# vector_wb_buffer_flat

## config.mk

```make
export PLATFORM = sky130hd
export DESIGN_NAME = vector_wb_buffer_flat
export DESIGN_NICKNAME = d
export VERILOG_FILES = /design/src/rtl/vector_wb_buffer_pkg.sv /design/src/rtl/vector_wb_buffer_if.sv /design/src/rtl/vector_wb_buffer_wb_fifo.sv /design/src/rtl/vector_wb_buffer.sv /design/src/flat_wrapper.sv
export SDC_FILE = /design/constraint.sdc
export NUM_CORES = 2
export LEC_CHECK = 0
export CORE_AREA = 8 8 639 641
export DETAILED_ROUTE_END_ITERATION = 7
export DIE_AREA = 0 0 647 649
export PLACE_DENSITY = 0.46
export SLEW_MARGIN = 10
export SYNTH_ARGS = -nofsm -noshare
export SYNTH_HDL_FRONTEND = slang
export SYNTH_HIERARCHICAL = 1
export SYNTH_SLANG_ARGS = --single-unit
```

## constraint.sdc

```tcl
create_clock -name CLK -period 23.9 [get_ports CLK]
set_input_delay 5.975 -clock CLK [delete_from_list [all_inputs] [get_ports CLK]]
set_output_delay 5.975 -clock CLK [all_outputs]
set_load 0.03 [all_outputs]
```

## src/rtl/vector_wb_buffer_pkg.sv

```systemverilog
// Shared types and sizing for the vector writeback buffer.
package vector_wb_buffer_pkg;

  localparam int NUM_ELEMENTS = 32;
  localparam int ELEM_W       = 16;
  localparam int VREG_IDX_W   = 6;
  localparam int WB_DEPTH     = 4;
  localparam int VEC_W        = NUM_ELEMENTS * ELEM_W;
  localparam int WB_CNT_W     = $clog2(WB_DEPTH + 1);

  // One completed vector result waiting for the VRF write port.
  typedef struct packed {
    logic [VREG_IDX_W-1:0]   vd;
    logic [VEC_W-1:0]        data;
    logic [NUM_ELEMENTS-1:0] mask;
  } wb_entry_t;

  // Result producers feeding the buffer.
  typedef enum logic {
    WB_LANE = 1'b0,
    WB_MU   = 1'b1
  } wb_src_e;

endpackage

```

## src/rtl/vector_wb_buffer_if.sv

```systemverilog
// Writeback bundle: producer handshakes, VRF write port and pending query.
interface vector_wb_buffer_if;
  import vector_wb_buffer_pkg::*;

  logic                    lane_valid;
  logic                    lane_ready;
  logic [VREG_IDX_W-1:0]   lane_vd;
  logic [VEC_W-1:0]        lane_data;
  logic [NUM_ELEMENTS-1:0] lane_mask;

  logic                    mu_valid;
  logic                    mu_ready;
  logic [VREG_IDX_W-1:0]   mu_vd;
  logic [VEC_W-1:0]        mu_data;
  logic [NUM_ELEMENTS-1:0] mu_mask;

  logic                    wr_valid;
  logic                    wr_ready;
  logic [VREG_IDX_W-1:0]   wr_vd;
  logic [VEC_W-1:0]        wr_data;
  logic [NUM_ELEMENTS-1:0] wr_mask;

  logic                    accomplished;
  logic [VREG_IDX_W-1:0]   query_vd;
  logic                    query_pending;
  logic [WB_CNT_W-1:0]     count;

  // Buffer side.
  modport slave (
    input  lane_valid, lane_vd, lane_data, lane_mask,
    output lane_ready,
    input  mu_valid, mu_vd, mu_data, mu_mask,
    output mu_ready,
    output wr_valid, wr_vd, wr_data, wr_mask,
    input  wr_ready,
    output accomplished,
    input  query_vd,
    output query_pending, count
  );

  // Producers, VRF and issue logic side.
  modport master (
    output lane_valid, lane_vd, lane_data, lane_mask,
    input  lane_ready,
    output mu_valid, mu_vd, mu_data, mu_mask,
    input  mu_ready,
    input  wr_valid, wr_vd, wr_data, wr_mask,
    output wr_ready,
    input  accomplished,
    output query_vd,
    input  query_pending, count
  );

endinterface

```

## src/rtl/vector_wb_buffer_wb_fifo.sv

```systemverilog
// In-order FIFO of writeback entries; exposes per-slot valid and vd for lookup.
module wb_fifo
  import vector_wb_buffer_pkg::*;
#(
  parameter int DEPTH = WB_DEPTH
) (
  input  logic                              CLK,
  input  logic                              nRST,
  input  logic                              push,
  input  wb_entry_t                         push_entry,
  input  logic                              pop,
  output wb_entry_t                         head_entry,
  output logic [$clog2(DEPTH+1)-1:0]        count,
  output logic [DEPTH-1:0]                  entry_valid,
  output logic [DEPTH-1:0][VREG_IDX_W-1:0]  entry_vd
);

  localparam int PTR_W = $clog2(DEPTH);
  localparam int CNT_W = $clog2(DEPTH + 1);

  logic [PTR_W-1:0] head_q, head_d;
  logic [PTR_W-1:0] tail_q, tail_d;
  logic [CNT_W-1:0] count_q, count_d;
  wb_entry_t        mem_q [DEPTH];

  // Pointer and occupancy update; pointers wrap naturally at a power-of-two depth.
  always_comb begin
    head_d  = head_q;
    tail_d  = tail_q;
    count_d = count_q;
    if (push) tail_d = tail_q + PTR_W'(1);
    if (pop)  head_d = head_q + PTR_W'(1);
    case ({push, pop})
      2'b10:   count_d = count_q + CNT_W'(1);
      2'b01:   count_d = count_q - CNT_W'(1);
      default: count_d = count_q;
    endcase
  end

  // Control state; reset discards every queued entry.
  always_ff @(posedge CLK or negedge nRST) begin
    if (!nRST) begin
      head_q  <= '0;
      tail_q  <= '0;
      count_q <= '0;
    end else begin
      head_q  <= head_d;
      tail_q  <= tail_d;
      count_q <= count_d;
    end
  end

  // Entry storage carries no reset; validity comes from the pointers alone.
  always_ff @(posedge CLK) begin
    if (push) mem_q[tail_q] <= push_entry;
  end

  // A slot is live when its distance from head is below the occupancy.
  always_comb begin
    entry_valid = '0;
    entry_vd    = '0;
    for (int i = 0; i < DEPTH; i++) begin
      entry_valid[i] = CNT_W'(PTR_W'(PTR_W'(i) - head_q)) < count_q;
      entry_vd[i]    = mem_q[i].vd;
    end
  end

  assign head_entry = mem_q[head_q];
  assign count      = count_q;

endmodule

```

## src/rtl/vector_wb_buffer.sv

```systemverilog
// Writeback buffer: round-robin arbitration of lane and mask-unit results
// into an in-order FIFO that drains one entry per cycle to the VRF.
module vector_wb_buffer
  import vector_wb_buffer_pkg::*;
(
  input  logic               CLK,
  input  logic               nRST,
  vector_wb_buffer_if.slave  wb
);

  localparam int DEPTH = WB_DEPTH;

  wb_src_e                         grant;
  wb_src_e                         last_grant_q, last_grant_d;
  logic                            accomplished_q, accomplished_d;
  logic                            full, empty, push, pop, pending;
  wb_entry_t                       push_entry, head_entry;
  logic [WB_CNT_W-1:0]             count;
  logic [DEPTH-1:0]                entry_valid;
  logic [DEPTH-1:0][VREG_IDX_W-1:0] entry_vd;

  wb_fifo #(.DEPTH(DEPTH)) u_fifo (
    .CLK         (CLK),
    .nRST        (nRST),
    .push        (push),
    .push_entry  (push_entry),
    .pop         (pop),
    .head_entry  (head_entry),
    .count       (count),
    .entry_valid (entry_valid),
    .entry_vd    (entry_vd)
  );

  assign full  = (count == WB_CNT_W'(DEPTH));
  assign empty = (count == '0);

  // Grant: a lone requester wins; on contention the source not granted last wins.
  always_comb begin
    grant = (last_grant_q == WB_MU) ? WB_LANE : WB_MU;
    if (wb.lane_valid && !wb.mu_valid)      grant = WB_LANE;
    else if (!wb.lane_valid && wb.mu_valid) grant = WB_MU;
    push          = nRST && !full && (wb.lane_valid || wb.mu_valid);
    push_entry    = (grant == WB_LANE) ? {wb.lane_vd, wb.lane_data, wb.lane_mask}
                                       : {wb.mu_vd, wb.mu_data, wb.mu_mask};
    wb.lane_ready = nRST && !full && (grant == WB_LANE);
    wb.mu_ready   = nRST && !full && (grant == WB_MU);
    last_grant_d  = push ? grant : last_grant_q;
  end

  // Retirement handshake toward the VRF; head fields come straight from storage.
  always_comb begin
    pop            = !empty && wb.wr_ready;
    accomplished_d = pop;
    wb.wr_valid    = !empty;
    wb.wr_vd       = head_entry.vd;
    wb.wr_data     = head_entry.data;
    wb.wr_mask     = head_entry.mask;
    wb.count       = count;
  end

  // Arbiter pointer and retirement pulse registers.
  always_ff @(posedge CLK or negedge nRST) begin
    if (!nRST) begin
      last_grant_q   <= WB_MU;
      accomplished_q <= 1'b0;
    end else begin
      last_grant_q   <= last_grant_d;
      accomplished_q <= accomplished_d;
    end
  end

  assign wb.accomplished = accomplished_q;

  // Pending lookup over live entries, head included even as it retires.
  always_comb begin
    pending = 1'b0;
    for (int i = 0; i < DEPTH; i++) begin
      if (entry_valid[i] && (entry_vd[i] == wb.query_vd)) pending = 1'b1;
    end
    wb.query_pending = pending;
  end

endmodule

```

## src/flat_wrapper.sv

```systemverilog
// flat-port wrapper written by rule: the top's interface ports become plain ports
module vector_wb_buffer_flat import vector_wb_buffer_pkg::*;
  (CLK, nRST, wb_lane_valid, wb_lane_vd, wb_lane_data, wb_lane_mask, wb_lane_ready, wb_mu_valid, wb_mu_vd, wb_mu_data, wb_mu_mask, wb_mu_ready, wb_wr_valid, wb_wr_vd, wb_wr_data, wb_wr_mask, wb_wr_ready, wb_accomplished, wb_query_vd, wb_query_pending, wb_count);
  vector_wb_buffer_if wb_i ();
  input  logic CLK;
  input  logic nRST;
  input wire logic [$bits(wb_i.lane_valid)-1:0] wb_lane_valid;
  input wire logic [$bits(wb_i.lane_vd)-1:0] wb_lane_vd;
  input wire logic [$bits(wb_i.lane_data)-1:0] wb_lane_data;
  input wire logic [$bits(wb_i.lane_mask)-1:0] wb_lane_mask;
  output wire logic [$bits(wb_i.lane_ready)-1:0] wb_lane_ready;
  input wire logic [$bits(wb_i.mu_valid)-1:0] wb_mu_valid;
  input wire logic [$bits(wb_i.mu_vd)-1:0] wb_mu_vd;
  input wire logic [$bits(wb_i.mu_data)-1:0] wb_mu_data;
  input wire logic [$bits(wb_i.mu_mask)-1:0] wb_mu_mask;
  output wire logic [$bits(wb_i.mu_ready)-1:0] wb_mu_ready;
  output wire logic [$bits(wb_i.wr_valid)-1:0] wb_wr_valid;
  output wire logic [$bits(wb_i.wr_vd)-1:0] wb_wr_vd;
  output wire logic [$bits(wb_i.wr_data)-1:0] wb_wr_data;
  output wire logic [$bits(wb_i.wr_mask)-1:0] wb_wr_mask;
  input wire logic [$bits(wb_i.wr_ready)-1:0] wb_wr_ready;
  output wire logic [$bits(wb_i.accomplished)-1:0] wb_accomplished;
  input wire logic [$bits(wb_i.query_vd)-1:0] wb_query_vd;
  output wire logic [$bits(wb_i.query_pending)-1:0] wb_query_pending;
  output wire logic [$bits(wb_i.count)-1:0] wb_count;
  assign wb_i.lane_valid = wb_lane_valid;
  assign wb_i.lane_vd = wb_lane_vd;
  assign wb_i.lane_data = wb_lane_data;
  assign wb_i.lane_mask = wb_lane_mask;
  assign wb_lane_ready = wb_i.lane_ready;
  assign wb_i.mu_valid = wb_mu_valid;
  assign wb_i.mu_vd = wb_mu_vd;
  assign wb_i.mu_data = wb_mu_data;
  assign wb_i.mu_mask = wb_mu_mask;
  assign wb_mu_ready = wb_i.mu_ready;
  assign wb_wr_valid = wb_i.wr_valid;
  assign wb_wr_vd = wb_i.wr_vd;
  assign wb_wr_data = wb_i.wr_data;
  assign wb_wr_mask = wb_i.wr_mask;
  assign wb_i.wr_ready = wb_wr_ready;
  assign wb_accomplished = wb_i.accomplished;
  assign wb_i.query_vd = wb_query_vd;
  assign wb_query_pending = wb_i.query_pending;
  assign wb_count = wb_i.count;
  vector_wb_buffer u_core (.CLK(CLK), .nRST(nRST), .wb(wb_i));
endmodule
```

==> vector_wb_buffer_flat/congestion.png <==
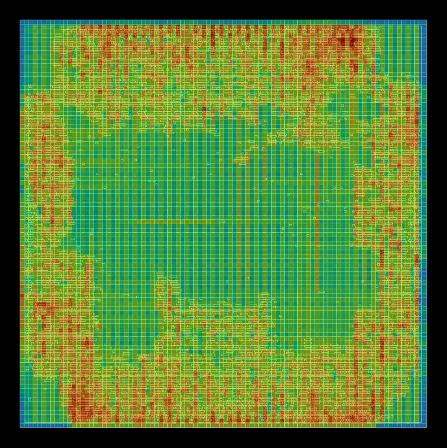
GRT met3 Usage: 5.46%
WL/cell: 30.1 µm
GR Util met1: 17.6%
GRT Util Overall: 14.9%

==> vector_wb_buffer_flat/layer_met2.png <==
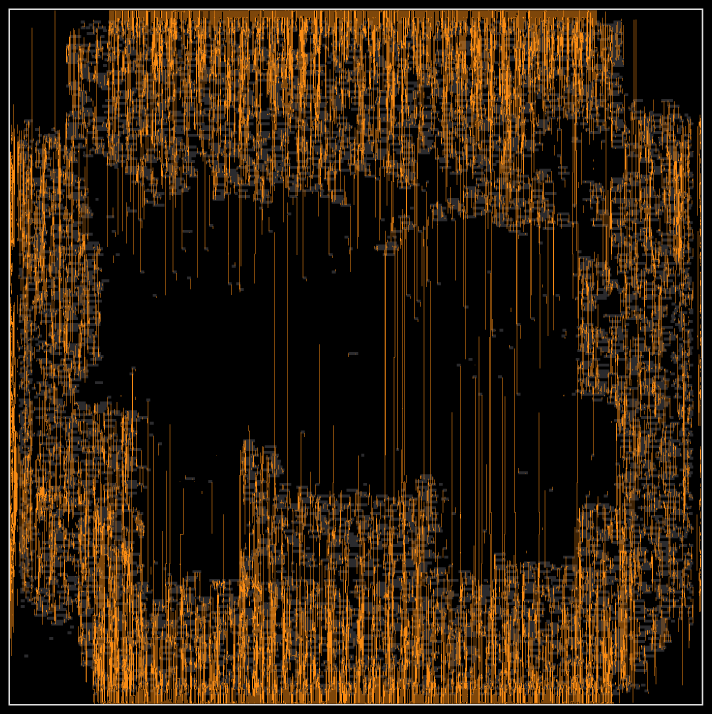
- share of all routed wire: 51%
- main direction: vertical

==> reports/metrics.yaml <==
status: "finished, final reports clean"
area_delta_synth_final_pct: 34.8
clockRootBuffer: "clkbuf_16"
num_vias: 45000
dr.pass1.iters: 5
fp-row-count: 232
whs_ns: 0.545
powerClk_w: 0.00386
layout.comb_gates.multi_input: 1185
busiest_layer: "met2"
vias_per_cell: 4.14
h-tree-depth: 5
yosys_warnings: 6
r2r-start: "u_core/last_grant_q"
power-top-group: "combinational cells"
worstHoldPathCells: 1
openroad.warnings: 52
wl_met3_mm: 29.0
switchingPower_w: 0.00583
kinds of logic (layout without fill, tap and decap cells):
group                    Yosys count  after routing  synth area share [%]
flip-flops                      2209           2209                  75.5
multiplexers                    1100           1100                  21.7
buffers and inverters            219           2208                  2.04
AND/OR/NAND/NOR                   33             33                 0.200
XOR/XNOR                          31             31                 0.309
AND-OR/OR-AND                     11             11                0.0742
adder cells (fa/ha/maj)           10             10                 0.151
other                              0              6                     0
critical path, stage by stage:
cell	delay, ns
clkdlybuf4s50_1	0.79
o21ai_4	0.10
buf_4	0.19
nor2_1	0.72
clkdlybuf4s50_1	0.85
synth_stat cells (5+ instances only):
cell	number	area share, %
mux2_1	278	3.6
mux4_2	434	11
xor2_1	17	0.17
nand2_1	7	0.030
dfrtp_1	8	0.23
clkbuf_1	7	0.030
inv_1	8	0.034
ha_1	9	0.13
nor2_1	6	0.026
buf_8	5	0.086
mux2_2	272	3.5
buf_2	61	0.35
buf_4	48	0.41
xnor2_1	14	0.14
edfxtp_1	2200	75
mux4_1	116	3.5
a21oi_1	5	0.029
and2_1	6	0.043
buf_6	87	1.1

# crank_wheel_gen

--- config.mk ---
export PLATFORM = sky130hd
export DESIGN_NAME = crank_wheel_gen
export DESIGN_NICKNAME = d
export VERILOG_FILES = /design/src/rtl/crank_wheel_gen_pkg.sv /design/src/rtl/crank_period_ramp.sv /design/src/rtl/crank_wheel_gen.sv
export SDC_FILE = /design/constraint.sdc
export NUM_CORES = 1
export LEC_CHECK = 0
export CORE_MARGIN = 2
export CORE_UTILIZATION = 50
export CTS_BUF_LIST = sky130_fd_sc_hd__clkbuf_16
export DETAILED_ROUTE_END_ITERATION = 6
export PLACE_DENSITY = 0.71
export SYNTH_ARGS = -nofsm -noshare
export SYNTH_HDL_FRONTEND = slang
export SYNTH_SLANG_ARGS = --single-unit
--- constraint.sdc ---
create_clock -name clk -period 7.2 [get_ports clk]
set_input_delay 0.72 -clock clk [delete_from_list [all_inputs] [get_ports clk]]
set_output_delay 0.72 -clock clk [all_outputs]
set_load 0.02 [all_outputs]
--- src/rtl/crank_wheel_gen_pkg.sv ---
// Shared types and arithmetic for crank-wheel stimulus generators.
package crank_wheel_gen_pkg;

  typedef enum logic [1:0] {
    ST_IDLE,
    ST_HI,
    ST_LO,
    ST_GAP
  } state_t;

  // Callers zero-extend unsigned periods and sign-extend the step to SAT_W bits.
  localparam int SAT_W = 48;

  function automatic logic [SAT_W-1:0] sat_add(
    input logic [SAT_W-1:0] cur,
    input logic [SAT_W-1:0] step,
    input logic [SAT_W-1:0] lo,
    input logic [SAT_W-1:0] hi
  );
    logic signed [SAT_W+1:0] sum;
    sum = $signed({2'b00, cur}) + $signed({{2{step[SAT_W-1]}}, step});
    if (sum < $signed({2'b00, lo})) return lo;
    if (sum > $signed({2'b00, hi})) return hi;
    return sum[SAT_W-1:0];
  endfunction

endpackage

--- src/rtl/crank_period_ramp.sv ---
// Running tooth period: clamped load at revolution start, saturating step per tooth.
module crank_period_ramp
  import crank_wheel_gen_pkg::*;
#(
  parameter int PER_W = 24
) (
  input  logic             clk,
  input  logic             rst,
  input  logic             load,
  input  logic             step_en,
  input  logic [PER_W-1:0] init_period,
  input  logic [PER_W-1:0] init_min,
  input  logic [PER_W-1:0] init_max,
  input  logic [PER_W-1:0] step,
  input  logic [PER_W-1:0] per_min,
  input  logic [PER_W-1:0] per_max,
  output logic [PER_W-1:0] cur_period,
  output logic [PER_W-1:0] load_period,
  output logic [PER_W-1:0] step_period
);

  localparam int PAD = SAT_W - PER_W;

  function automatic logic [SAT_W-1:0] zx(input logic [PER_W-1:0] v);
    return {{PAD{1'b0}}, v};
  endfunction

  function automatic logic [SAT_W-1:0] sx(input logic [PER_W-1:0] v);
    return {{PAD{v[PER_W-1]}}, v};
  endfunction

  // Candidates are exposed so the caller can size the next phase in the same cycle.
  assign load_period = PER_W'(sat_add(zx(init_period), '0, zx(init_min), zx(init_max)));
  assign step_period = PER_W'(sat_add(zx(cur_period), sx(step), zx(per_min), zx(per_max)));

  always_ff @(posedge clk) begin
    if (!rst)         cur_period <= '0;
    else if (load)    cur_period <= load_period;
    else if (step_en) cur_period <= step_period;
  end

endmodule

--- src/rtl/crank_wheel_gen.sv ---
// Trigger-wheel emulator: square tooth train with missing-tooth gap and period ramp.
module crank_wheel_gen
  import crank_wheel_gen_pkg::*;
#(
  parameter int PER_W = 24,
  parameter int TH_W  = 8
) (
  input  logic             clk,
  input  logic             rst,
  input  logic             ena,
  input  logic [PER_W-1:0] cfg_period,
  input  logic [PER_W-1:0] cfg_step,
  input  logic [PER_W-1:0] cfg_per_min,
  input  logic [PER_W-1:0] cfg_per_max,
  input  logic [TH_W-1:0]  cfg_teeth,
  input  logic [TH_W-1:0]  cfg_missing,
  output logic             vr_out,
  output logic [TH_W-1:0]  tooth_idx,
  output logic             rev_pulse,
  output logic             gap_active,
  output logic [PER_W-1:0] cur_period,
  output logic             cfg_err
);

  state_t           state, state_nxt;
  logic [PER_W-1:0] cnt, cnt_nxt;
  logic [TH_W-1:0]  idx_nxt, idx_inc, gap_start;
  logic             rev_nxt, err_nxt;
  logic             latch, ld, stp, cfg_ok, last_pos;
  logic [PER_W-1:0] sh_step, sh_min, sh_max;
  logic [TH_W-1:0]  sh_teeth, sh_missing;
  logic [PER_W-1:0] load_period, step_period;

  assign cfg_ok = ({1'b0, cfg_teeth} >= ({1'b0, cfg_missing} + (TH_W+1)'(2)))
               && (cfg_missing != '0)
               && (cfg_period  >= PER_W'(2))
               && (cfg_per_min >= PER_W'(2))
               && (cfg_per_min <= cfg_per_max);

  assign idx_inc    = tooth_idx + TH_W'(1);
  assign gap_start  = sh_teeth - sh_missing;
  assign last_pos   = (tooth_idx == sh_teeth - TH_W'(1));
  assign vr_out     = (state == ST_HI);
  assign gap_active = (state == ST_GAP);

  crank_period_ramp #(.PER_W(PER_W)) u_ramp (
    .clk        (clk),
    .rst        (rst),
    .load       (ld),
    .step_en    (stp),
    .init_period(cfg_period),
    .init_min   (cfg_per_min),
    .init_max   (cfg_per_max),
    .step       (sh_step),
    .per_min    (sh_min),
    .per_max    (sh_max),
    .cur_period (cur_period),
    .load_period(load_period),
    .step_period(step_period)
  );

  always_ff @(posedge clk) begin
    if (!rst) begin
      state      <= ST_IDLE;
      cnt        <= '0;
      tooth_idx  <= '0;
      rev_pulse  <= 1'b0;
      cfg_err    <= 1'b0;
      sh_step    <= '0;
      sh_min     <= '0;
      sh_max     <= '0;
      sh_teeth   <= '0;
      sh_missing <= '0;
    end else begin
      state     <= state_nxt;
      cnt       <= cnt_nxt;
      tooth_idx <= idx_nxt;
      rev_pulse <= rev_nxt;
      cfg_err   <= err_nxt;
      if (latch) begin
        sh_step    <= cfg_step;
        sh_min     <= cfg_per_min;
        sh_max     <= cfg_per_max;
        sh_teeth   <= cfg_teeth;
        sh_missing <= cfg_missing;
      end
    end
  end

  // Tooth boundaries only occur at the end of LO or of a gap position, so ena
  // and config reloads never truncate a high phase.
  always_comb begin
    state_nxt = state;
    cnt_nxt   = cnt;
    idx_nxt   = tooth_idx;
    rev_nxt   = 1'b0;
    err_nxt   = cfg_err;
    latch     = 1'b0;
    ld        = 1'b0;
    stp       = 1'b0;
    unique case (state)
      ST_IDLE: begin
        if (ena) begin
          if (cfg_ok) begin
            state_nxt = ST_HI;
            latch     = 1'b1;
            ld        = 1'b1;
            idx_nxt   = '0;
            rev_nxt   = 1'b1;
            err_nxt   = 1'b0;
            cnt_nxt   = (load_period >> 1) - PER_W'(1);
          end else begin
            err_nxt = 1'b1;
          end
        end
      end
      ST_HI: begin
        if (cnt == '0) begin
          state_nxt = ST_LO;
          cnt_nxt   = cur_period - (cur_period >> 1) - PER_W'(1);
        end else begin
          cnt_nxt = cnt - PER_W'(1);
        end
      end
      default: begin
        if (cnt != '0) begin
          cnt_nxt = cnt - PER_W'(1);
        end else if (!ena) begin
          state_nxt = ST_IDLE;
          idx_nxt   = '0;
        end else if (state == ST_GAP && last_pos) begin
          idx_nxt = '0;
          if (cfg_ok) begin
            state_nxt = ST_HI;
            latch     = 1'b1;
            ld        = 1'b1;
            rev_nxt   = 1'b1;
            cnt_nxt   = (load_period >> 1) - PER_W'(1);
          end else begin
            state_nxt = ST_IDLE;
            err_nxt   = 1'b1;
          end
        end else begin
          stp     = 1'b1;
          idx_nxt = idx_inc;
          if (state == ST_GAP || idx_inc == gap_start) begin
            state_nxt = ST_GAP;
            cnt_nxt   = step_period - PER_W'(1);
          end else begin
            state_nxt = ST_HI;
            cnt_nxt   = (step_period >> 1) - PER_W'(1);
          end
        end
      end
    endcase
  end

endmodule

==> crank_wheel_gen/layer_met1.png <==
Scale bar: 50 µm. Supply wires on this layer in grey.
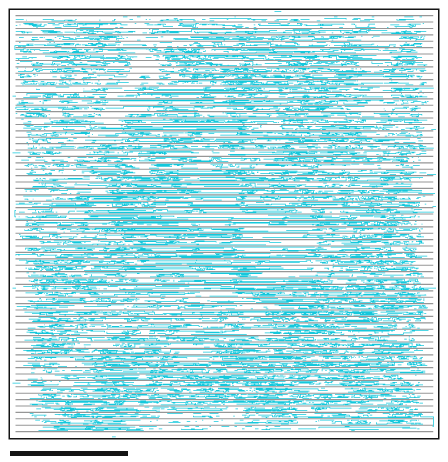
- share of all routed wire: 40%
- wire length on this layer: 26.7 mm
- longest straight run: 75.4 µm
- nets with wire on the layer: 2489

==> crank_wheel_gen/layer_met2.png <==
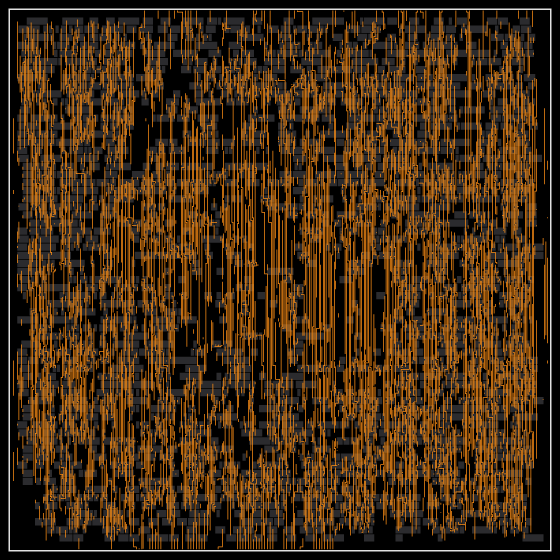
- main direction: vertical
- nets with wire on the layer: 2238
- share of all routed wire: 45%

==> reports/metrics.yaml <==
cts.repair.resized: 0
violations: "design-rule violations"
r2r-start: "u_ramp.cur_period[10]"
worstSetupStartpointType: "register"
p_comb_w: 0.00272
final_cell_mix: "310 x nand2_1, 256 x a21oi_1, 187 x ha_1"
status: "finished, violations left"
grt_pass1_vias: 16700
dp_cells: 2727
first_iter_violations: 2032
end_kind: "register"
drive_gt1_share_pct: 6.79
die-height_um: 182
switchingPower_w: 0.00211
cts.clk_slew.worst_paths_ns: 0.06
drc: 3
wl_met2_mm: 29.9
cpMaxStageDelayCell: "or4b_1"
[state kept, by name (all words and copies together) (netlist names)]
signal             count
sh_step               24
rev_pulse              1
cnt                   24
sh_missing             8
sh_teeth               8
cfg_err                1
sh_max                24
u_ramp.cur_period     24
state                  2
sh_min                24
tooth_idx              8
[cells in the mapped netlist (17+ instances only)]
master / number
a211oi_1: 18
a21o_1: 48
a21oi_1: 257
a221oi_1: 23
a31oi_1: 17
clkbuf_1: 89
dfxtp_1: 148
ha_1: 187
inv_1: 160
mux2i_1: 34
nand2_1: 311
nand2b_1: 21
nand3_1: 48
nand4_1: 30
nor2_1: 174
nor3_1: 53
nor4_1: 34
o211ai_1: 31
o21a_1: 22
o21ai_0: 102
xnor2_1: 74
xor2_1: 46
[kinds of logic (layout without fill, tap and decap cells)]
group | Yosys count | in the layout | share of synthesized area, %
and+or+nand+nor | 771 | 771 | 22.7
AOI/OAI and AO/OA | 674 | 674 | 27.6
buffers and inverters | 264 | 411 | 6.36
adders and majority gates | 190 | 190 | 15.2
DFF | 148 | 148 | 18.7
xor gates and xnor gates | 120 | 120 | 6.64
muxes | 44 | 44 | 2.86

# dcw_sequencer

==> dcw_sequencer/layer_met1.png <==
Scale bar: 20 µm. Supply wires on this layer in grey.
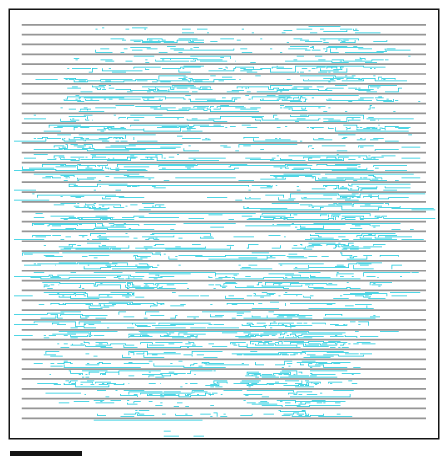
==> dcw_sequencer/layer_met2.png <==
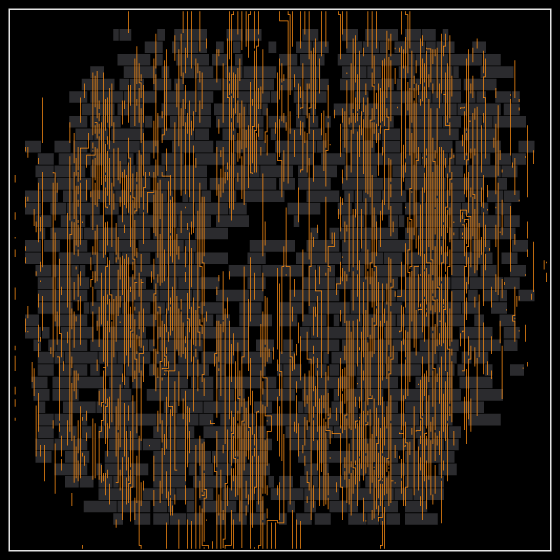
==> dcw_sequencer/layer_met3.png <==
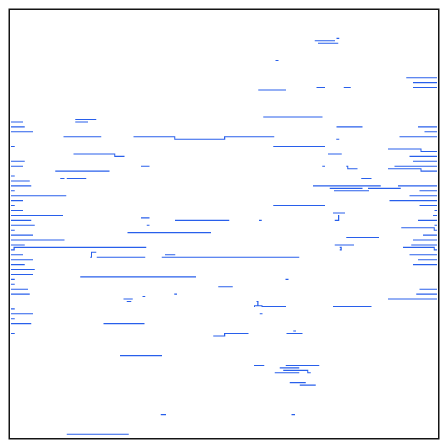
**src/rtl/dcw_sequencer.sv**
```systemverilog
// Reconfiguration sequencer for the data channel wrapper: reset, program clock increments, settle, run.
// Optional one-entry request buffer enabled by DCW_SEQ_PENDING_EN.
//
// state  | meaning
// IDLE   | waiting for a request; wrapper outputs hold their last values
// RST    | channel held in reset for RESET_CYCLES cycles
// CLK    | one cycle: clock increment pair programmed
// SETTLE | SETTLE_CYCLES cycles for the reference clock to settle
// RUN    | one cycle: channel released with the selected width, done pulses
module dcw_sequencer #(
  parameter int RESET_CYCLES  = 16,
  parameter int SETTLE_CYCLES = 64,
  parameter int CLW           = 25
) (
  input  logic           clock,
  input  logic           reset_n,
  input  logic           cfg_valid,
  output logic           cfg_ready,
  input  logic [2:0]     cfg_width,
  input  logic [2:0]     cfg_alt_width,
  input  logic           cfg_use_alt,
  input  logic [CLW-1:0] cfg_clk_want,
  input  logic [CLW-1:0] cfg_clk_base,
  input  logic           abort,
  output logic [2:0]     ctrl_sig,
  output logic [2:0]     val,
  output logic [2:0]     val1,
  output logic [CLW-1:0] wanted_cl_val,
  output logic [CLW-1:0] earlier_cl_val,
  output logic           busy,
  output logic           done,
  output logic           aborted
);

  localparam int MAXC = (RESET_CYCLES > SETTLE_CYCLES) ? RESET_CYCLES : SETTLE_CYCLES;
  localparam int CW   = (MAXC < 2) ? 1 : $clog2(MAXC);
  localparam logic [CW-1:0] RST_LAST    = CW'(RESET_CYCLES - 1);
  localparam logic [CW-1:0] SETTLE_LAST = CW'(SETTLE_CYCLES - 1);

  typedef enum logic [2:0] {S_IDLE, S_RST, S_CLK, S_SETTLE, S_RUN} state_t;

  state_t         state, state_nx;
  logic [CW-1:0]  cnt, cnt_nx;
  logic [2:0]     hold_width, hold_alt;
  logic           hold_use_alt;
  logic [CLW-1:0] hold_want, hold_base;

  logic           launch, do_abort;
  logic [2:0]     src_width, src_alt;
  logic           src_use_alt;
  logic [CLW-1:0] src_want, src_base;

`ifdef DCW_SEQ_PENDING_EN
  logic           pend_valid;
  logic [2:0]     pend_width, pend_alt;
  logic           pend_use_alt;
  logic [CLW-1:0] pend_want, pend_base;
  logic           accept, store;

  // A waiting entry always launches ahead of any new request.
  always_comb begin
    cfg_ready   = !pend_valid;
    accept      = cfg_valid && cfg_ready;
    store       = accept && (state != S_IDLE);
    launch      = (state == S_IDLE) && (pend_valid || accept);
    src_width   = pend_valid ? pend_width   : cfg_width;
    src_alt     = pend_valid ? pend_alt     : cfg_alt_width;
    src_use_alt = pend_valid ? pend_use_alt : cfg_use_alt;
    src_want    = pend_valid ? pend_want    : cfg_clk_want;
    src_base    = pend_valid ? pend_base    : cfg_clk_base;
  end

  always_ff @(posedge clock) begin
    if (!reset_n) begin
      pend_valid   <= 1'b0;
      pend_width   <= '0;
      pend_alt     <= '0;
      pend_use_alt <= 1'b0;
      pend_want    <= '0;
      pend_base    <= '0;
    end else if (store) begin
      pend_valid   <= 1'b1;
      pend_width   <= cfg_width;
      pend_alt     <= cfg_alt_width;
      pend_use_alt <= cfg_use_alt;
      pend_want    <= cfg_clk_want;
      pend_base    <= cfg_clk_base;
    end else if (launch) begin
      pend_valid <= 1'b0;
    end
  end
`else
  always_comb begin
    cfg_ready   = (state == S_IDLE);
    launch      = cfg_valid && cfg_ready;
    src_width   = cfg_width;
    src_alt     = cfg_alt_width;
    src_use_alt = cfg_use_alt;
    src_want    = cfg_clk_want;
    src_base    = cfg_clk_base;
  end
`endif

  always_comb begin
    state_nx = state;
    cnt_nx   = cnt;
    do_abort = 1'b0;
    case (state)
      S_IDLE: begin
        if (launch) begin
          state_nx = S_RST;
          cnt_nx   = '0;
        end
      end
      S_RST: begin
        if (abort) begin
          state_nx = S_IDLE;
          do_abort = 1'b1;
        end else if (cnt == RST_LAST) begin
          state_nx = S_CLK;
          cnt_nx   = '0;
        end else begin
          cnt_nx = cnt + CW'(1);
        end
      end
      S_CLK: begin
        if (abort) begin
          state_nx = S_IDLE;
          do_abort = 1'b1;
        end else begin
          state_nx = S_SETTLE;
          cnt_nx   = '0;
        end
      end
      S_SETTLE: begin
        if (abort) begin
          state_nx = S_IDLE;
          do_abort = 1'b1;
        end else if (cnt == SETTLE_LAST) begin
          state_nx = S_RUN;
        end else begin
          cnt_nx = cnt + CW'(1);
        end
      end
      S_RUN:   state_nx = S_IDLE;
      default: state_nx = S_IDLE;
    endcase
  end

  // Outputs are registered off the next state so they line up with the state they describe.
  always_ff @(posedge clock) begin
    if (!reset_n) begin
      state          <= S_IDLE;
      cnt            <= '0;
      hold_width     <= '0;
      hold_alt       <= '0;
      hold_use_alt   <= 1'b0;
      hold_want      <= '0;
      hold_base      <= '0;
      ctrl_sig       <= 3'd1;
      val            <= '0;
      val1           <= '0;
      wanted_cl_val  <= '0;
      earlier_cl_val <= '0;
      busy           <= 1'b0;
      done           <= 1'b0;
      aborted        <= 1'b0;
    end else begin
      state   <= state_nx;
      cnt     <= cnt_nx;
      busy    <= (state_nx != S_IDLE);
      done    <= (state_nx == S_RUN);
      aborted <= do_abort;
      if (launch) begin
        hold_width   <= src_width;
        hold_alt     <= src_alt;
        hold_use_alt <= src_use_alt;
        hold_want    <= src_want;
        hold_base    <= src_base;
        val          <= src_width;
        val1         <= src_alt;
        ctrl_sig     <= 3'd1;
      end
      if (state_nx == S_CLK) begin
        wanted_cl_val  <= hold_want;
        earlier_cl_val <= hold_base;
      end
      if (state_nx == S_RUN)
        ctrl_sig <= hold_use_alt ? 3'd3 : 3'd2;
    end
  end

endmodule

```
**config.mk**
```make
export PLATFORM = sky130hd
export DESIGN_NAME = dcw_sequencer
export DESIGN_NICKNAME = d
export VERILOG_FILES = /design/src/rtl/dcw_sequencer.sv
export SDC_FILE = /design/constraint.sdc
export NUM_CORES = 1
export LEC_CHECK = 0
export CAP_MARGIN = 20
export CORE_MARGIN = 3
export CORE_UTILIZATION = 35
export CTS_CLUSTER_DIAMETER = 30
export DETAILED_ROUTE_END_ITERATION = 8
export GPL_TIMING_DRIVEN = 0
export HOLD_SLACK_MARGIN = 0.06
export PLACE_DENSITY = 0.66
export SETUP_SLACK_MARGIN = 0.15
export SYNTH_ARGS = -nofsm -noshare
export SYNTH_HDL_FRONTEND = slang
export SYNTH_SLANG_ARGS = --single-unit
```
**constraint.sdc**
```tcl
create_clock -name clock -period 1.5 [get_ports clock]
set_input_delay 0.3 -clock clock [delete_from_list [all_inputs] [get_ports clock]]
set_output_delay 0.3 -clock clock [all_outputs]
set_load 0.01 [all_outputs]
```
==> reports/metrics.yaml <==
crit_end: "wanted_cl_val[22]"
finalWorstSetupSlack_ns: -0.127
drc: 0
violations: "negative setup slack"
crit_start: "state[2]"
final_max_slew_viol_count: 0
min_period_ns: 1.63
syn_area_um2: 4420
finalPower_w: 0.00839
synth.most_common_cell: "nand2_1"
synthCells: 547
status: "finished, violations left"
setup_viol_count_final: 99
mux_share_pct: 0.227
initial_core_util_pct: 36.3
## Picture notes: dcw_sequencer/layer_met1.png
- nets with wire on the layer: 747
- main direction: horizontal
- share of all routed wire: 39%
GR Util met1: 25.7%
drt total wl: 17.1 mm
DR vias: 4717

## Picture notes: dcw_sequencer/layer_met2.png
- share of all routed wire: 53%
- wire length on this layer: 9040 µm
- nets with wire on the layer: 752
- longest straight run: 54.4 µm
- main direction: vertical

## Picture notes: dcw_sequencer/layer_met3.png
- share of all routed wire: 5.3%
- wire length on this layer: 901 µm
- longest straight run: 37.7 µm
- main direction: horizontal

[layout make-up]
type / count / area (µm²) / share of cell area (%)
Sequential cell: 121 / 2440 / 27.8
Buffer: 39 / 503 / 5.72
Timing Repair Buffer: 185 / 2000 / 22.7
Multi-Input combinational cell: 384 / 3070 / 34.9
Clock inverter: 9 / 100 / 1.14
Inverter: 3 / 11.3 / 0.128
Clock buffer: 21 / 460 / 5.24
Tap cell: 168 / 210 / 2.39
[placed cells by master (no fill, tap or decap), types with 8 or more instances in the layout]
cell	instances
a21oi_2	95
clkdlybuf4s50_1	58
buf_8	19
buf_16	9
nand2_2	69
buf_6	24
nand2_1	75
buf_12	20
dfxtp_1	111
clkbuf_2	43
clkbuf_16	20
dfxtp_2	8
buf_4	11
a21oi_1	16
clkdlybuf4s15_1	21
dlygate4sd2_1	8
nand2_4	74
[metrics by stage]
stage               worst slack (ns)  util [%]
floorplan                      0.139         -
global placement              -0.595      48.9
detailed placement            -0.629      48.9
CTS                          -0.0905      67.2
global route                  -0.182      72.3
finish                        -0.127      72.3
[repair_timing]
item,in CTS,in global routing
setup endpoints to repair,181,176
gates resized,373,260
buffers inserted,33,9
cloned,21,1
pin swaps,135,74

# digit_scan_ctrl

--- src/rtl/digit_scan_ctrl_pkg.sv ---
// Shared definitions for the seven-segment display blocks: scan FSM state codes
// and a constant-width helper.
package digit_scan_ctrl_pkg;

    typedef enum logic [1:0] {
        IDLE = 2'd0,
        SHOW = 2'd1,
        GAP  = 2'd2
    } scan_state_t;

    function automatic int unsigned clog2(input int unsigned v);
        int unsigned r;
        int unsigned x;
        r = 0;
        x = (v > 0) ? v - 1 : 0;
        while (x > 0) begin
            r++;
            x = x >> 1;
        end
        return r;
    endfunction

endpackage

--- src/rtl/digit_scan_ctrl_demux.sv ---
// Active-low one-hot decoder: the inverse of the digit-data MUX, driving one
// anode low for the selected digit when enabled.
module demux_onehot #(
    parameter int unsigned S = 2
) (
    input  logic [S-1:0]      i_sel,
    input  logic              i_en,
    output logic [2**S-1:0]   o_an
);

    always_comb begin
        o_an = '1;
        if (i_en) begin
            o_an[i_sel] = 1'b0;
        end
    end

endmodule

--- src/rtl/digit_scan_ctrl.sv ---
// Seven-segment scan controller: cycles sel across 2**S digits, shows each for
// CLK_DIV clocks, and inserts a BLANK-clock all-off gap between digits.
module digit_scan_ctrl
    import digit_scan_ctrl_pkg::*;
#(
    parameter int unsigned S       = 2,
    parameter int unsigned CLK_DIV = 50000,
    parameter int unsigned BLANK   = 8
) (
    input  logic              clk,
    input  logic              rst,
    input  logic              en,
    input  logic [2**S-1:0]   blank_mask,
    output logic [S-1:0]      sel,
    output logic [2**S-1:0]   an,
    output logic              frame_start
);

    localparam int unsigned PW = (clog2(CLK_DIV) > 0) ? clog2(CLK_DIV) : 1;
    localparam int unsigned GW = (clog2(BLANK + 1) > 0) ? clog2(BLANK + 1) : 1;
    localparam logic [PW-1:0] P_LAST = PW'(CLK_DIV - 1);
    localparam logic [GW-1:0] G_LAST = GW'((BLANK > 0) ? BLANK - 1 : 0);

    scan_state_t     r_state, w_state_nxt;
    logic [S-1:0]    r_sel, w_sel_nxt, w_sel_inc;
    logic [PW-1:0]   r_pre, w_pre_nxt;
    logic [GW-1:0]   r_gap, w_gap_nxt;
    logic            r_fs, w_fs_nxt;
    logic            w_show_en;

    assign w_sel_inc = r_sel + S'(1);

    always_ff @(posedge clk or posedge rst) begin
        if (rst) begin
            r_state <= IDLE;
            r_sel   <= '0;
            r_pre   <= '0;
            r_gap   <= '0;
            r_fs    <= 1'b0;
        end else begin
            r_state <= w_state_nxt;
            r_sel   <= w_sel_nxt;
            r_pre   <= w_pre_nxt;
            r_gap   <= w_gap_nxt;
            r_fs    <= w_fs_nxt;
        end
    end

    always_comb begin
        w_state_nxt = r_state;
        w_sel_nxt   = r_sel;
        w_pre_nxt   = r_pre;
        w_gap_nxt   = r_gap;
        w_fs_nxt    = 1'b0;
        if (!en) begin
            w_state_nxt = IDLE;
            w_sel_nxt   = '0;
            w_pre_nxt   = '0;
            w_gap_nxt   = '0;
        end else begin
            case (r_state)
                IDLE: begin
                    w_state_nxt = SHOW;
                    w_sel_nxt   = '0;
                    w_pre_nxt   = '0;
                    w_fs_nxt    = 1'b1;
                end
                SHOW: begin
                    if (r_pre == P_LAST) begin
                        // sel advances as the slot ends so MUX data settles during the gap
                        w_sel_nxt = w_sel_inc;
                        w_pre_nxt = '0;
                        w_gap_nxt = '0;
                        if (BLANK > 0) begin
                            w_state_nxt = GAP;
                        end else begin
                            w_state_nxt = SHOW;
                            w_fs_nxt    = (w_sel_inc == '0);
                        end
                    end else begin
                        w_pre_nxt = r_pre + PW'(1);
                    end
                end
                GAP: begin
                    if (r_gap == G_LAST) begin
                        w_state_nxt = SHOW;
                        w_gap_nxt   = '0;
                        w_pre_nxt   = '0;
                        w_fs_nxt    = (r_sel == '0);
                    end else begin
                        w_gap_nxt = r_gap + GW'(1);
                    end
                end
                default: begin
                    w_state_nxt = IDLE;
                    w_sel_nxt   = '0;
                    w_pre_nxt   = '0;
                    w_gap_nxt   = '0;
                end
            endcase
        end
    end

    assign w_show_en   = (r_state == SHOW) && !blank_mask[r_sel];
    assign sel         = r_sel;
    assign frame_start = r_fs;

    demux_onehot #(.S(S)) u_demux (
        .i_sel (r_sel),
        .i_en  (w_show_en),
        .o_an  (an)
    );

endmodule
--- config.mk ---
export PLATFORM = sky130hd
export DESIGN_NAME = digit_scan_ctrl
export DESIGN_NICKNAME = d
export VERILOG_FILES = /design/src/rtl/digit_scan_ctrl_pkg.sv /design/src/rtl/digit_scan_ctrl_demux.sv /design/src/rtl/digit_scan_ctrl.sv
export SDC_FILE = /design/constraint.sdc
export NUM_CORES = 1
export LEC_CHECK = 0
export ABC_AREA = 1
export CORE_MARGIN = 5
export CORE_UTILIZATION = 45
export CTS_BUF_LIST = sky130_fd_sc_hd__clkbuf_8
export DETAILED_ROUTE_END_ITERATION = 10
export PLACE_DENSITY = 0.62
export SKIP_LAST_GASP = 1
export SYNTH_ARGS = -nofsm -noshare
export SYNTH_HDL_FRONTEND = slang
export SYNTH_HIERARCHICAL = 1
export SYNTH_SLANG_ARGS = --single-unit
--- constraint.sdc ---
create_clock -name clk -period 1.6 [get_ports clk]
set_input_delay 0.24 -clock clk [delete_from_list [all_inputs] [get_ports clk]]
set_output_delay 0.24 -clock clk [all_outputs]
set_load 0.005 [all_outputs]
==> digit_scan_ctrl/layer_met1.png <==
Scale bar: 20 µm. Supply wires on this layer in grey.
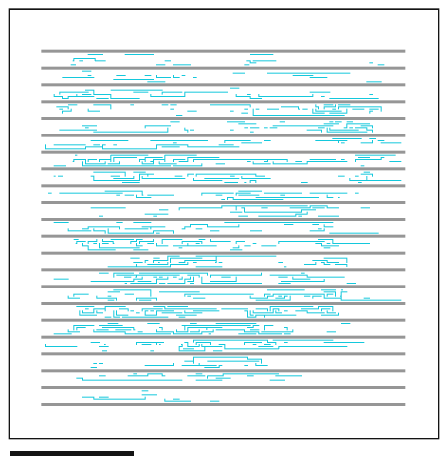
- share of all routed wire: 46%
- longest straight run: 17.5 µm
- wire length on this layer: 1680 µm
- nets with wire on the layer: 244
- main direction: horizontal
drt total wl: 3.63 mm
DR vias: 1451
GR Util met1: 19.0%

==> digit_scan_ctrl/layer_met2.png <==
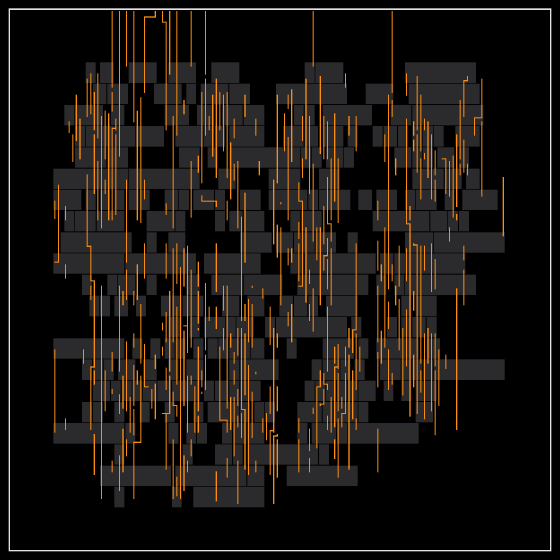
- wire length on this layer: 1840 µm
- share of all routed wire: 51%

==> reports/metrics.yaml <==
setup_viol_count_final: 5
cpPeakStageDelay_ns: 0.41
finalPower_w: 0.00131
cts_tree: "done"
detail_route.wl_per_cell_um: 12.1
seq_share_pct: 31.0
power-top-group: "sequential cells"
status: "finished, violations left"
switchingPower_w: 0.000365
slew_headroom_pct: 76.3
drive_gt1_share_pct: 27.3
area_leaders: "dfrtp_1 40%, nand2_1 15%, nor2_1 7.4%"
violations: "negative setup slack"
finalWorstSetupSlack_ns: -0.0215
hp-class: "primary input to asynchronous set/reset pin"
top_cells_by_count: "61 x nand2_1, 31 x nor2_1, 25 x dfrtp_1, 25 x inv_1, 16 x nand3_1"
==> digit_scan_ctrl/congestion.png <==
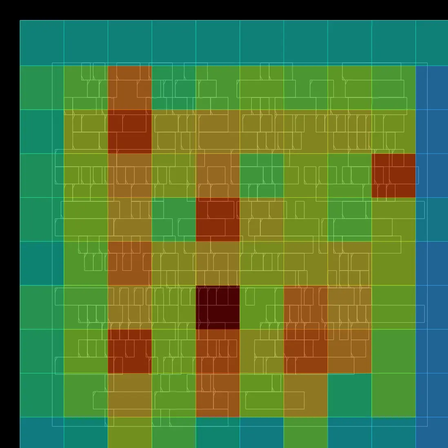
GR Layer Usage met2: 25.7%
GRT Util Overall: 14.8%
GRT met3 Usage: 1.74%
GRT Max-Usage Layer: met2
final cell utilization of the core: 60.1%

cell families after synthesis:
| group | count (synthesis) |
|---|---|
| buf+inv | 32 |
| compound gates | 10 |
| xor+xnor | 4 |
| fa+ha+maj | 3 |
| flops | 25 |
| simple gates | 142 |
placed cells by master, fill, tap and decap left out, types with 2 or more instances in the layout:
master | netlist | layout
buf_2 | 0 | 3
buf_4 | 0 | 21
clkbuf_8 | 0 | 3
clkdlybuf4s50_1 | 0 | 9
dfrtp_1 | 25 | 24
ha_1 | 3 | 2
inv_1 | 25 | 22
inv_2 | 5 | 7
nand2_1 | 61 | 58
nand2_2 | 5 | 8
nand2_8 | 0 | 2
nand3_1 | 16 | 11
nand3_2 | 0 | 5
nand3b_1 | 2 | 2
nand4_1 | 9 | 9
nor2_1 | 31 | 30
nor2_2 | 2 | 2
nor2_4 | 6 | 7
nor3_1 | 4 | 3
o21ai_0 | 5 | 5
xor2_1 | 3 | 3
layer usage:
metal | global-route usage [%] | part of all wire, % | routed length (µm)
met1 | 19.0 | 46 | 1680
met2 | 25.7 | 51 | 1840
met3 | 1.74 | 1.9 | 69
met4 | 4.77 | 1.3 | 46
met5 | 0 | 0 | 0

# memory_arbiter

==> memory_arbiter/layer_met1.png <==
Scale bar: 20 µm. Supply wires on this layer in grey.
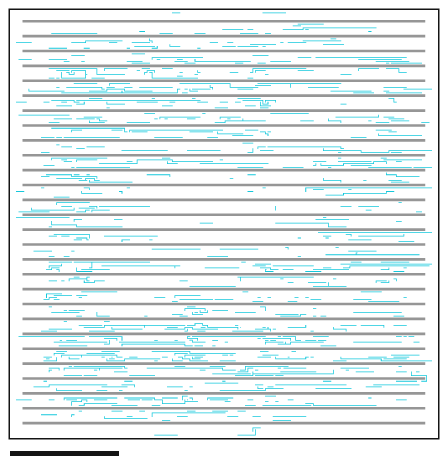
`src/rtl/memory_arbiter.sv`:
```
// Three-way arbiter (loader, CPU data, CPU fetch) in front of a single-port memory:
// one combinational grant per cycle, one-stage issue register, registered read return.
module memory_arbiter #(
  parameter int ADDR_W       = 8,
  parameter int DATA_W       = 16,
  parameter int STARVE_LIMIT = 4
) (
  input  logic              clock,
  input  logic              reset_n,
  input  logic              ld_req,
  input  logic              dm_req,
  input  logic              if_req,
  input  logic              ld_we,
  input  logic              dm_we,
  input  logic [ADDR_W-1:0] ld_addr,
  input  logic [ADDR_W-1:0] dm_addr,
  input  logic [ADDR_W-1:0] if_addr,
  input  logic [DATA_W-1:0] ld_wdata,
  input  logic [DATA_W-1:0] dm_wdata,
  output logic              ld_ack,
  output logic              dm_ack,
  output logic              if_ack,
  output logic              ld_rvalid,
  output logic              dm_rvalid,
  output logic              if_rvalid,
  output logic [DATA_W-1:0] rdata,
  output logic [1:0]        grant_id,
  output logic [ADDR_W-1:0] mem_address,
  output logic              mem_we,
  output logic [DATA_W-1:0] mem_data_in,
  input  logic [DATA_W-1:0] mem_data_out,
  output logic [2:0]        starve_cnt
);

  localparam logic [1:0] SRC_NONE   = 2'd0;
  localparam logic [1:0] SRC_LD     = 2'd1;
  localparam logic [1:0] SRC_DM     = 2'd2;
  localparam logic [1:0] SRC_IF     = 2'd3;
  localparam logic [2:0] STARVE_MAX = 3'(STARVE_LIMIT);

  logic              iss_valid_q, iss_valid_d;
  logic [1:0]        iss_src_q, iss_src_d;
  logic              iss_we_q, iss_we_d;
  logic [ADDR_W-1:0] iss_addr_q, iss_addr_d;
  logic [DATA_W-1:0] iss_wdata_q, iss_wdata_d;
  logic [1:0]        ret_src_q, ret_src_d;
  logic [DATA_W-1:0] rdata_q, rdata_d;
  logic [2:0]        starve_q, starve_d;
  logic [1:0]        win;

  // Handshake: a requester holds req and its qualifiers until it sees its ack;
  // the ack cycle is the transfer, and req low before ack withdraws the request.
  always_comb begin
    win = SRC_NONE;
    if (reset_n) begin
      if (if_req && (starve_q == STARVE_MAX)) win = SRC_IF;
      else if (ld_req)                         win = SRC_LD;
      else if (dm_req)                         win = SRC_DM;
      else if (if_req)                         win = SRC_IF;
    end
  end

  assign ld_ack = (win == SRC_LD);
  assign dm_ack = (win == SRC_DM);
  assign if_ack = (win == SRC_IF);

  always_comb begin
    iss_valid_d = (win != SRC_NONE);
    iss_src_d   = win;
    iss_we_d    = 1'b0;
    iss_addr_d  = iss_addr_q;
    iss_wdata_d = iss_wdata_q;
    case (win)
      SRC_LD: begin
        iss_we_d    = ld_we;
        iss_addr_d  = ld_addr;
        iss_wdata_d = ld_wdata;
      end
      SRC_DM: begin
        iss_we_d    = dm_we;
        iss_addr_d  = dm_addr;
        iss_wdata_d = dm_wdata;
      end
      SRC_IF:  iss_addr_d = if_addr;
      default: ;
    endcase

    rdata_d   = rdata_q;
    ret_src_d = SRC_NONE;
    if (iss_valid_q && !iss_we_q) begin
      rdata_d   = mem_data_out;
      ret_src_d = iss_src_q;
    end

    // Fetch starvation: count denied fetch cycles, saturating at the promotion point.
    starve_d = 3'd0;
    if (if_req && !if_ack)
      starve_d = (starve_q == STARVE_MAX) ? STARVE_MAX : starve_q + 3'd1;
  end

  always_ff @(posedge clock or negedge reset_n) begin
    if (!reset_n) begin
      iss_valid_q <= 1'b0;
      iss_src_q   <= SRC_NONE;
      iss_we_q    <= 1'b0;
      iss_addr_q  <= '0;
      iss_wdata_q <= '0;
      ret_src_q   <= SRC_NONE;
      rdata_q     <= '0;
      starve_q    <= 3'd0;
    end else begin
      iss_valid_q <= iss_valid_d;
      iss_src_q   <= iss_src_d;
      iss_we_q    <= iss_we_d;
      iss_addr_q  <= iss_addr_d;
      iss_wdata_q <= iss_wdata_d;
      ret_src_q   <= ret_src_d;
      rdata_q     <= rdata_d;
      starve_q    <= starve_d;
    end
  end

  assign mem_address = iss_addr_q;
  assign mem_data_in = iss_wdata_q;
  assign mem_we      = iss_valid_q & iss_we_q;
  assign grant_id    = iss_src_q;
  assign rdata       = rdata_q;
  assign ld_rvalid   = (ret_src_q == SRC_LD);
  assign dm_rvalid   = (ret_src_q == SRC_DM);
  assign if_rvalid   = (ret_src_q == SRC_IF);
  assign starve_cnt  = starve_q;

endmodule

```
`config.mk`:
```
export PLATFORM = sky130hd
export DESIGN_NAME = memory_arbiter
export DESIGN_NICKNAME = d
export VERILOG_FILES = /design/src/rtl/memory_arbiter.sv
export SDC_FILE = /design/constraint.sdc
export NUM_CORES = 1
export LEC_CHECK = 0
export CAP_MARGIN = 20
export CORE_MARGIN = 2
export CORE_UTILIZATION = 41
export DETAILED_ROUTE_END_ITERATION = 12
export PLACE_DENSITY = 0.95
export SLEW_MARGIN = 25
export SYNTH_ARGS = -nofsm -noshare
export SYNTH_HDL_FRONTEND = slang
export SYNTH_SLANG_ARGS = --single-unit
```
`constraint.sdc`:
```
create_clock -name clock -period 4.11 [get_ports clock]
set_clock_uncertainty 0.1 [all_clocks]
set_input_delay 0.6165 -clock clock [delete_from_list [all_inputs] [get_ports clock]]
set_output_delay 0.6165 -clock clock [all_outputs]
set_load 0.01 [all_outputs]
```
==> reports/metrics.yaml <==
syn-num-nets: 275
hpwlAfterDp_mm: 4.40
hp-class: "primary input to asynchronous set/reset pin"
largest_class: "non-clock buffers"
ff_count: 49
status: "finished, final reports clean"
final_common_cell: "clkdlybuf4s50_1"
required_ns: 3.39
synth.cellmix.simpleShare_pct: 12.0
synthTopLogicFamily: "multiplexers"
cts.clk_slew.worst_paths_ns: 0.08
cpPeakStageDelay_ns: 0.55
path_class: "primary input to output port"
numCtsBuffers: 5
crit_path_frequent_cell: "clkdlybuf4s50_1"
pwr_density_cell_nw_per_um2: 383
post-route-util_pct: 68.7
fill_cells: 444
grt_pass1_wl_mm: 8.98
use_met2_pct: 35.0
ys_cells: 190
fp-row-count: 27
top_layer: "met4"
grt_max_degree: 46
buf_share_pct: 35.7
io_buffers: 130
drive_gt1_share_pct: 4.38
wl_met1_mm: 2.24
stdcell_count: 392
Notes on memory_arbiter/layer_met1.png above:
- main direction: horizontal
- longest straight run: 23.0 µm
- share of all routed wire: 39%
GR Util met1: 20.3%
drt total wl: 5.68 mm
DR vias: 1914

==> power by group <==
group          internal [W]  switching (W)  total (W)
Sequential         0.000569      0.0000469   0.000616
Combinational      0.000279       0.000182   0.000461
Clock              0.000198       0.000145   0.000343
Total               0.00105       0.000374    0.00142
==> registers in the layout, summed over array words and instances, names as in the netlist <==
register     count
grant_id         2
iss_valid_q      1
iss_we_q         1
mem_address      8
mem_data_in     16
rdata           16
ret_src_q        2
starve_cnt       3
==> Yosys cell counts <==
library cell	number	area (µm²)
dfrtp_1	49	1230
nor2_1	17	63.8
a21oi_1	16	80.1
mux2_1	16	180
mux2i_1	16	160
a22oi_1	9	67.6
nand2_1	9	33.8
o211ai_1	8	60.1
or4b_1	8	80.1
ha_1	6	75.1
and2_1	4	25.0
buf_2	4	20.0
inv_1	4	15.0
nor2b_1	4	25.0
buf_6	3	33.8
buf_4	2	15.0
clkbuf_1	2	7.51
o21ai_0	2	10.0
a31o_2	1	8.76
a31oi_1	1	6.26
and3_1	1	6.26
and3b_1	1	8.76
and4b_1	1	10.0
buf_1	1	3.75
nand2b_1	1	6.26
nor3_1	1	5.00
nor3b_1	1	7.51
o21a_1	1	7.51
o21ba_2	1	10.0


==> screenshots <==
Met3 routing.
shot_01.png
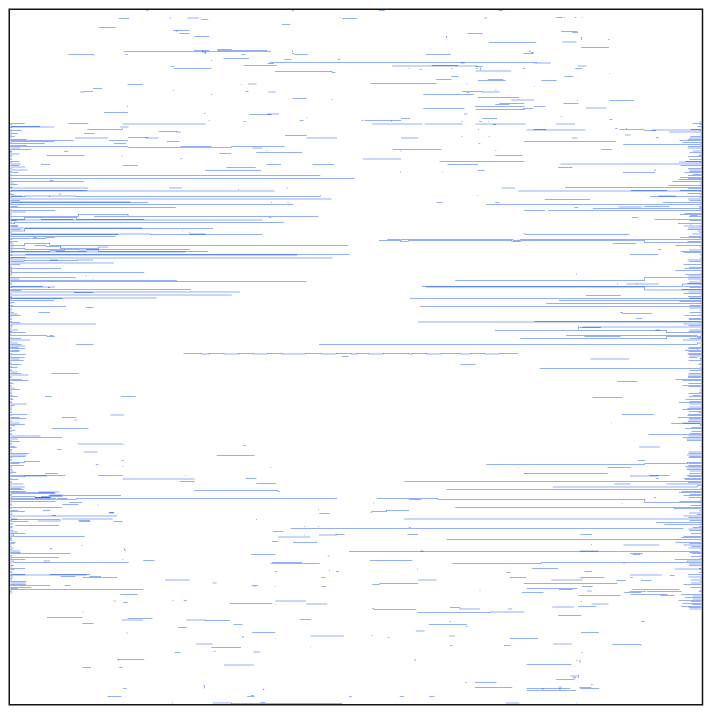
shot_02.png
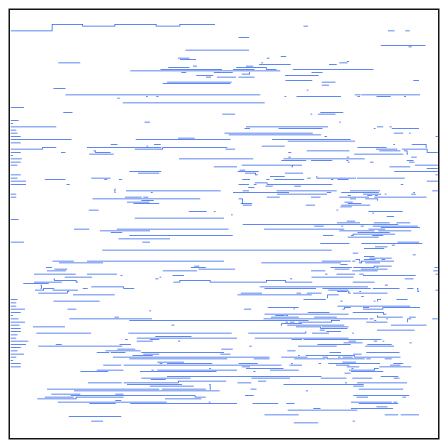
shot_03.png
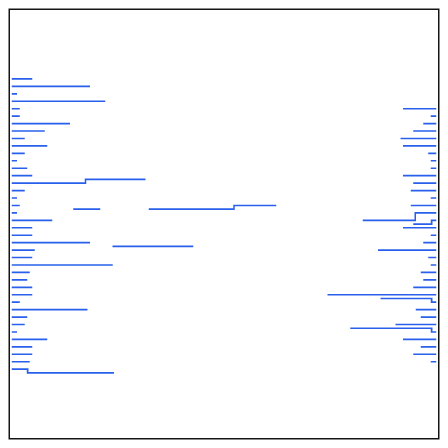
| from | picture |
|---|---|
| vector_wb_buffer_flat | shot_01.png |
| memory_arbiter | shot_03.png |
| crank_wheel_gen | shot_02.png |

Key to shot_03.png:
- nets with wire on the layer: 77
- wire length on this layer: 430 µm

Power and IR drop assume default switching activity.
